# controlador_display

controlador_display/met1.png
Bar = 20 um.
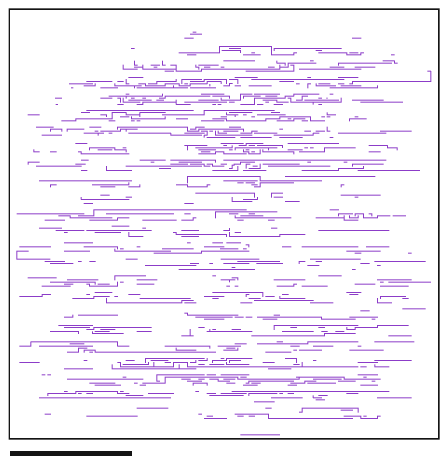

<file path="config.mk">
export PLATFORM = sky130hd
export DESIGN_NAME = controlador_display
export DESIGN_NICKNAME = d
export VERILOG_FILES = /design/src/rtl/controlador_display.sv
export SDC_FILE = /design/constraint.sdc
export NUM_CORES = 1
export LEC_CHECK = 0
export ABC_CLOCK_PERIOD_IN_PS = 2200
export CORE_UTILIZATION = 53
export CTS_CLUSTER_SIZE = 10
export DETAILED_ROUTE_END_ITERATION = 16
export PLACE_DENSITY = 0.76
export REMOVE_ABC_BUFFERS = 1
export SYNTH_ARGS = -nofsm -noshare
export SYNTH_HDL_FRONTEND = slang
export SYNTH_SLANG_ARGS = --single-unit
export TNS_END_PERCENT = 20
</file>
<file path="constraint.sdc">
create_clock -name clk -period 2.2 [get_ports clk]
set_input_delay 0.44 -clock clk [delete_from_list [all_inputs] [get_ports clk]]
set_output_delay 0.44 -clock clk [all_outputs]
set_load 0.02 [all_outputs]
</file>
<file path="src/rtl/controlador_display.sv">
// controlador_display
//   Time-multiplexed scan controller for a bank of 7-segment digits that
//   share one BCD-to-7-segment decoder. Each digit is lit for DIV cycles and
//   followed by GUARD dead-time cycles with every enable off. A new value is
//   staged in a shadow register and only copied into the displayed register
//   at a frame boundary, so a half-updated number is never shown.
//
//   Ports
//     clk        : clock, rising edge
//     rst_n      : asynchronous active-low reset
//     load       : request to capture valor
//     ready      : high when a new value can be accepted (no value pending)
//     valor      : N_DIGITS packed BCD digits, digit 0 in valor[3:0]
//     blank_lz   : leading-zero suppression enable, used live
//     codigo     : BCD code for the shared decoder
//     anodo      : one-hot active-high digit enable
//     frame      : one-cycle pulse on the first lit cycle of digit 0
//     dbg_state  : current scan state (0 = SHOW, 1 = GUARD)
//
//   Handshake: a transfer happens on a rising edge where load=1 and ready=1;
//   ready then stays low until the staged value is committed at the next
//   frame boundary. load while ready=0 has no effect.
module controlador_display #(
   parameter int N_DIGITS = 4,
   parameter int DIV      = 50000,
   parameter int GUARD    = 500
) (
   input  logic                    clk,
   input  logic                    rst_n,
   input  logic                    load,
   output logic                    ready,
   input  logic [4*N_DIGITS-1:0]   valor,
   input  logic                    blank_lz,
   output logic [3:0]              codigo,
   output logic [N_DIGITS-1:0]     anodo,
   output logic                    frame,
   output logic                    dbg_state
);

   localparam int MAXC  = (DIV > GUARD) ? DIV : GUARD;
   localparam int CNT_W = (MAXC > 1) ? $clog2(MAXC) : 1;
   localparam int IDX_W = (N_DIGITS > 1) ? $clog2(N_DIGITS) : 1;

   localparam logic [CNT_W-1:0] DIV_LAST   = CNT_W'(DIV - 1);
   localparam logic [CNT_W-1:0] GUARD_LAST = CNT_W'(GUARD - 1);
   localparam logic [IDX_W-1:0] IDX_LAST   = IDX_W'(N_DIGITS - 1);

   typedef enum logic {
      ST_SHOW  = 1'b0,
      ST_GUARD = 1'b1
   } state_t;

   state_t                  state_q, state_d;
   logic [IDX_W-1:0]        idx_q, idx_d;
   logic [CNT_W-1:0]        cnt_q, cnt_d;
   logic [4*N_DIGITS-1:0]   disp_q;
   logic [4*N_DIGITS-1:0]   shadow_q;
   logic                    pending_q;

   logic                    boundary;
   logic                    xfer;
   logic [N_DIGITS-1:0]     supp;
   logic                    all_zero;
   logic                    lit;

   // Next-state logic for the scan FSM
   always_comb begin
      state_d = state_q;
      idx_d   = idx_q;
      cnt_d   = cnt_q + 1'b1;
      case (state_q)
         ST_SHOW: begin
            if (cnt_q == DIV_LAST) begin
               state_d = ST_GUARD;
               cnt_d   = '0;
            end
         end
         ST_GUARD: begin
            if (cnt_q == GUARD_LAST) begin
               state_d = ST_SHOW;
               cnt_d   = '0;
               idx_d   = (idx_q == IDX_LAST) ? '0 : idx_q + 1'b1;
            end
         end
         default: begin
            state_d = ST_GUARD;
            cnt_d   = '0;
         end
      endcase
   end

   // Frame boundary: leaving the guard after the last digit.
   assign boundary = (state_q == ST_GUARD) && (cnt_q == GUARD_LAST) && (idx_q == IDX_LAST);
   assign xfer     = load & ~pending_q;

   always_ff @(posedge clk or negedge rst_n) begin
      if (!rst_n) begin
         state_q   <= ST_GUARD;
         idx_q     <= IDX_LAST;
         cnt_q     <= '0;
         disp_q    <= '0;
         shadow_q  <= '0;
         pending_q <= 1'b0;
      end else begin
         state_q <= state_d;
         idx_q   <= idx_d;
         cnt_q   <= cnt_d;
         if (xfer) begin
            shadow_q <= valor;
         end
         // Commit uses the pending value from before this edge; a transfer
         // landing on the boundary edge waits for the following frame.
         if (boundary && pending_q) begin
            disp_q <= shadow_q;
         end
         if (xfer) begin
            pending_q <= 1'b1;
         end else if (boundary) begin
            pending_q <= 1'b0;
         end
      end
   end

   // Digit i (i>=1) is a leading zero when it and every higher digit are 0.
   always_comb begin
      supp     = '0;
      all_zero = 1'b1;
      for (int i = N_DIGITS - 1; i >= 1; i--) begin
         all_zero = all_zero & (disp_q[4*i +: 4] == 4'd0);
         supp[i]  = all_zero;
      end
   end

   assign lit       = (state_q == ST_SHOW) && !(blank_lz && supp[idx_q]);
   assign anodo     = lit ? (N_DIGITS'(1) << idx_q) : '0;
   // Held through the guard so the decoder input does not glitch.
   assign codigo    = disp_q[{idx_q, 2'b00} +: 4];
   assign frame     = (state_q == ST_SHOW) && (idx_q == '0) && (cnt_q == '0);
   assign ready     = ~pending_q;
   assign dbg_state = state_q;

endmodule

</file>
# apb4_master_engine

File: config.mk
export PLATFORM = sky130hd
export DESIGN_NAME = apb4_master_engine
export DESIGN_NICKNAME = d
export VERILOG_FILES = /design/src/rtl/apb4_master_engine.sv
export SDC_FILE = /design/constraint.sdc
export NUM_CORES = 1
export LEC_CHECK = 0
export ABC_AREA = 1
export ABC_CLOCK_PERIOD_IN_PS = 9750
export CAP_MARGIN = 20
export CORE_AREA = 2 2 251 253
export CTS_CLUSTER_SIZE = 20
export DETAILED_ROUTE_END_ITERATION = 10
export DIE_AREA = 0 0 253 255
export SYNTH_ARGS = -nofsm -noshare
export SYNTH_HDL_FRONTEND = slang
export SYNTH_SLANG_ARGS = --single-unit
File: constraint.sdc
create_clock -name PCLK -period 9.75 [get_ports PCLK]
set_clock_uncertainty 0.15 [all_clocks]
set_input_delay 1.4625 -clock PCLK [delete_from_list [all_inputs] [get_ports PCLK]]
set_output_delay 1.4625 -clock PCLK [all_outputs]
set_load 0.05 [all_outputs]
File: src/rtl/apb4_master_engine.sv
// APB4 requester: queued valid/ready commands become APB4 transfers; each completion is reported on a response channel.
// Optional ACCESS-phase timeout is built when APB4_MASTER_TIMEOUT_EN is defined.
module apb4_master_engine #(
  parameter int APB_AW      = 32,
  parameter int APB_DW      = 32,
  parameter int CMD_DEPTH   = 4,
  parameter int TIMEOUT_CYC = 256
) (
  input  logic                  PCLK,
  input  logic                  PRESETN,
  input  logic                  cmd_valid,
  output logic                  cmd_ready,
  input  logic                  cmd_write,
  input  logic [APB_AW-1:0]     cmd_addr,
  input  logic [APB_DW-1:0]     cmd_wdata,
  input  logic [APB_DW/8-1:0]   cmd_strb,
  input  logic [2:0]            cmd_prot,
  output logic                  rsp_valid,
  input  logic                  rsp_ready,
  output logic [APB_DW-1:0]     rsp_rdata,
  output logic                  rsp_err,
  output logic                  rsp_timeout,
  output logic                  busy,
  output logic [APB_AW-1:0]     PADDR,
  output logic [2:0]            PPROT,
  output logic                  PSEL,
  output logic                  PENABLE,
  output logic                  PWRITE,
  output logic [APB_DW-1:0]     PWDATA,
  output logic [APB_DW/8-1:0]   PSTRB,
  input  logic                  PREADY,
  input  logic [APB_DW-1:0]     PRDATA,
  input  logic                  PSLVERR
);
  localparam int SW = APB_DW / 8;
  localparam int PW = $clog2(CMD_DEPTH);
  localparam int CW = $clog2(CMD_DEPTH + 1);

  typedef struct packed {
    logic              write;
    logic [APB_AW-1:0] addr;
    logic [APB_DW-1:0] wdata;
    logic [SW-1:0]     strb;
    logic [2:0]        prot;
  } cmd_t;

  typedef enum logic [1:0] {S_IDLE, S_SETUP, S_ACCESS, S_RESP} state_t;

  if ((APB_DW % 8) != 0 || CMD_DEPTH < 2 || (CMD_DEPTH & (CMD_DEPTH - 1)) != 0 || TIMEOUT_CYC < 1)
  begin : g_cfg_err
    $error("apb4_master_engine: illegal parameter combination");
  end

  cmd_t          mem [CMD_DEPTH];
  cmd_t          head;
  logic [PW-1:0] wr_ptr, rd_ptr;
  logic [CW-1:0] count, count_nxt;
  logic          push, pop, done, abort, tmo_hit;
  state_t        state, state_nxt;

  assign push      = cmd_valid & cmd_ready;
  assign head      = mem[rd_ptr];
  assign count_nxt = count + CW'(push) - CW'(pop);

  always_ff @(posedge PCLK) begin
    if (push) mem[wr_ptr] <= '{write: cmd_write, addr: cmd_addr, wdata: cmd_wdata,
                               strb: cmd_strb, prot: cmd_prot};
  end

  // Pointers are PW bits wide, so they wrap modulo CMD_DEPTH for free.
  always_ff @(posedge PCLK or negedge PRESETN) begin
    if (!PRESETN) begin
      wr_ptr    <= '0;
      rd_ptr    <= '0;
      count     <= '0;
      cmd_ready <= 1'b1;
    end else begin
      if (push) wr_ptr <= wr_ptr + PW'(1);
      if (pop)  rd_ptr <= rd_ptr + PW'(1);
      count     <= count_nxt;
      cmd_ready <= (count_nxt != CW'(CMD_DEPTH));
    end
  end

  always_comb begin
    state_nxt = state;
    pop       = 1'b0;
    done      = 1'b0;
    abort     = 1'b0;
    case (state)
      S_IDLE:   if (count != '0) state_nxt = S_SETUP;
      S_SETUP:  state_nxt = S_ACCESS;
      S_ACCESS: begin
        if (PREADY) begin
          done      = 1'b1;
          pop       = 1'b1;
          state_nxt = S_RESP;
        end else if (tmo_hit) begin
          abort     = 1'b1;
          pop       = 1'b1;
          state_nxt = S_RESP;
        end
      end
      S_RESP:   if (rsp_ready) state_nxt = (count != '0) ? S_SETUP : S_IDLE;
      default:  state_nxt = S_IDLE;
    endcase
  end

  always_ff @(posedge PCLK or negedge PRESETN) begin
    if (!PRESETN) state <= S_IDLE;
    else          state <= state_nxt;
  end

  // Payload is loaded on the way into SETUP; reads keep the old PWDATA.
  always_ff @(posedge PCLK or negedge PRESETN) begin
    if (!PRESETN) begin
      PADDR  <= '0;
      PPROT  <= '0;
      PWRITE <= 1'b0;
      PWDATA <= '0;
      PSTRB  <= '0;
    end else if (state_nxt == S_SETUP) begin
      PADDR  <= head.addr;
      PPROT  <= head.prot;
      PWRITE <= head.write;
      PSTRB  <= head.write ? head.strb : '0;
      if (head.write) PWDATA <= head.wdata;
    end
  end

  always_ff @(posedge PCLK or negedge PRESETN) begin
    if (!PRESETN) begin
      rsp_rdata <= '0;
      rsp_err   <= 1'b0;
    end else if (done) begin
      rsp_rdata <= PWRITE ? '0 : PRDATA;
      rsp_err   <= PSLVERR;
    end else if (abort) begin
      rsp_rdata <= '0;
      rsp_err   <= 1'b1;
    end
  end

`ifdef APB4_MASTER_TIMEOUT_EN
  localparam int TW = $clog2(TIMEOUT_CYC + 1);
  logic [TW-1:0] tmo_cnt;

  always_ff @(posedge PCLK or negedge PRESETN) begin
    if (!PRESETN)               tmo_cnt <= '0;
    else if (state != S_ACCESS) tmo_cnt <= '0;
    else if (!PREADY)           tmo_cnt <= tmo_cnt + TW'(1);
  end

  // Expires on the wait cycle that would bring the count to TIMEOUT_CYC; PREADY wins in ACCESS.
  assign tmo_hit = (state == S_ACCESS) && !PREADY && (tmo_cnt == TW'(TIMEOUT_CYC - 1));

  always_ff @(posedge PCLK or negedge PRESETN) begin
    if (!PRESETN)   rsp_timeout <= 1'b0;
    else if (done)  rsp_timeout <= 1'b0;
    else if (abort) rsp_timeout <= 1'b1;
  end
`else
  assign tmo_hit     = 1'b0;
  assign rsp_timeout = 1'b0;
`endif

  assign PSEL      = (state == S_SETUP) || (state == S_ACCESS);
  assign PENABLE   = (state == S_ACCESS);
  assign rsp_valid = (state == S_RESP);
  assign busy      = (count != '0) || (state != S_IDLE);
endmodule

controlador_display/final_congestion.png
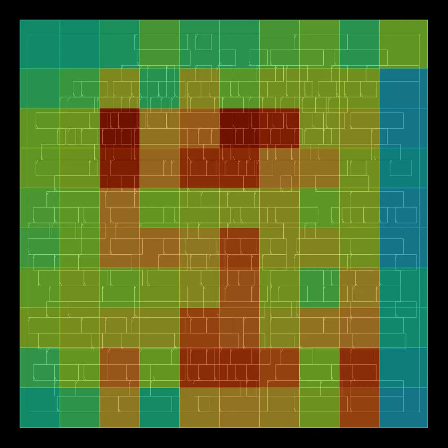
grt met2 use: 35.6%
met3 GRT Util: 4.33%
grt met1 use: 28.8%
GRT busiest layer: met2
Finished Core Util: 71.9%

## Picture notes: controlador_display/met1.png
main direction: horizontal
nets with wire on the layer: 257
share of all routed wire: 46%
wire length on this layer: 2330 um
longest straight run: 28.1 um

==> deck_impl_summary.md, controlador_display <==
Implementation Results

Run status
  • Run status: finished clean

Floorplan
  • Tapcells: 52
  • Die Area: slightly below 5000 sq um

Logic synthesis
  • Synth cell count leaders: dfrtp_1, mux2_2, nor2_1
  • Yosys reg bits: around 52
  • Register area share after synthesis: a little over half
  • Asr flop ratio synth: 100%
  • Yosys aoi share: 1.06%
  • YS chip area: between 2000 and 2500 sq um

Critical path
  • Reg2reg path depth: 6
  • Setup crit end: frame
  • Critical-path cell list: inv_1 > ha_1 > or4bb_1 > nor3_2 > buf_4
  • Critical path peak fanout: 2

Route
  • Routed length on met3: 206 um
  • WL final: between 5 and 6 mm

Power and ir drop
  • Switching power share of the total: about a fifth
  • Worst vdd ir: about 450 uV

Final timing
  • Final Hold Vio Count: 0

Clock tree
  • Gates resized, CTS repair: 39
  • H-tree depth: 2

Finish
  • Inverter count: 9
  • Comb area: ~1100 sq um
  • Repair and plain buffers: between 60 and 70

GRT
  • First-pass GRT wire length: approximately 8.4 mm
apb4_master_engine/met1.png
Bar = 100 um.
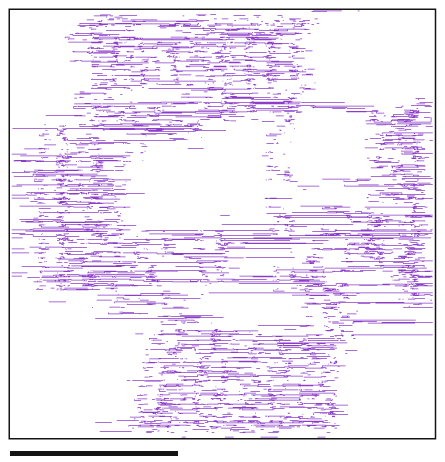
wire length on this layer: 17700 um
main direction: horizontal
longest straight run: 133 um

==> deck_impl_summary.md, apb4_master_engine <==
Implementation Results

Logic synthesis
  • YS chip area: roughly 15000 sq um

Final timing
  • TNS Setup: 0 ns
  • Setup violations, final: 0
  • Max-slew violation count: 0

Finish
  • Post-route cell area: about 20000 sq um
  • Share of layout cells above drive strength 1: 7.80%
  • Most frequent cells in the layout: edfxtp_1, nand2_1, clkdlybuf4s50_1
  • Sequential share of cell area: 57.8%
  • Register bank with the most flops: mem
  • Combinational share of cell area: between 10% and 20%
  • Sequential Area: roughly 12000 sq um

GRT
  • GRT busiest layer: met2
  • Largest net degree at the start of global routing: between 100 and 150
  • Grt met1 use: ~16%

Clock tree
  • Clock slew at reported path FFs: about 0.06 ns
  • Clk buf depth: 3
  • H-tree depth: 2
  • Latency at later pin: around 0.59 ns

Run status
  • Run status: finished clean

Worst hold path
  • Hold WC Path Type: flip-flop to flip-flop

Route
  • Routed length on met3: 2.54 mm
  • DR vias/cell: between 4 and 5
  • Avg WL per Cell: roughly 18 um

Critical path
  • Critical path type: primary input to flip-flop
  • Reg2reg path depth: 9
  • Worst setup EP type: flip-flop
  • CP startpoint: cmd_valid
  • CP delay by family, top: buffers and inverters
  • Critical path data arrival time: about 4 ns

Power and ir drop
  • Worst vdd ir: slightly below 200 uV
  • Leak: roughly 7.4 nW

Flow run
  • Max Cap Viol: 0

==> gallery <==
Metal 3.
shot_01.png
Bar = 100 um.
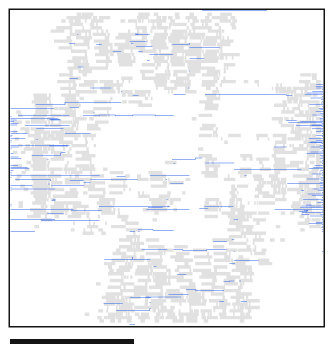
shot_02.png
Bar = 20 um.
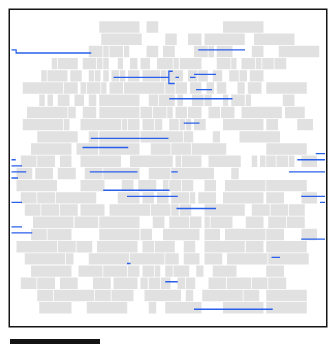
| picture | from |
|---|---|
| shot_01.png | apb4_master_engine |
| shot_02.png | controlador_display |
The one with the largest die is shot_01.png.



==> screenshots <==
The metal 4 layer.
(a)
Bar = 20 um.
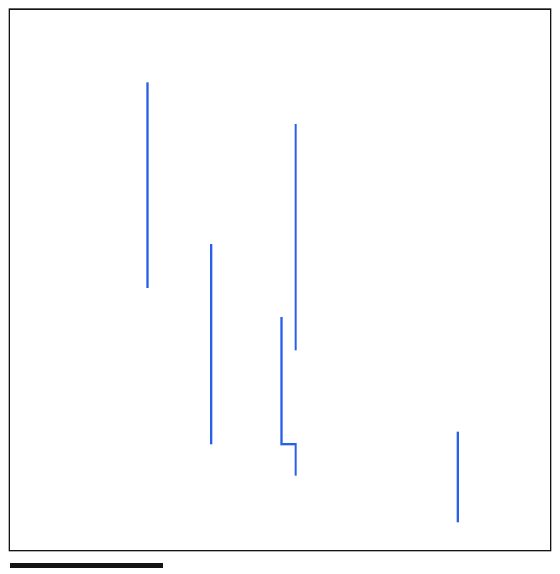
(b)
Bar = 100 um.
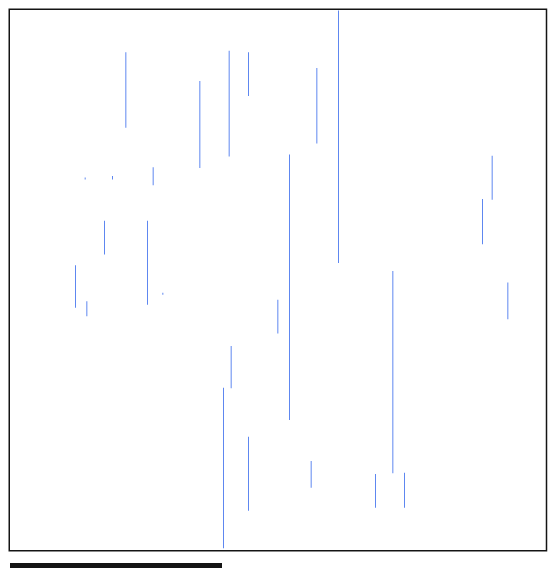
(a) comes from controlador_display.
(b) comes from apb4_master_engine.
Of these, largest die: (b)

Key to (b):
longest straight run: 125 um
nets with wire on the layer: 14

Power and IR drop assume default switching activity.
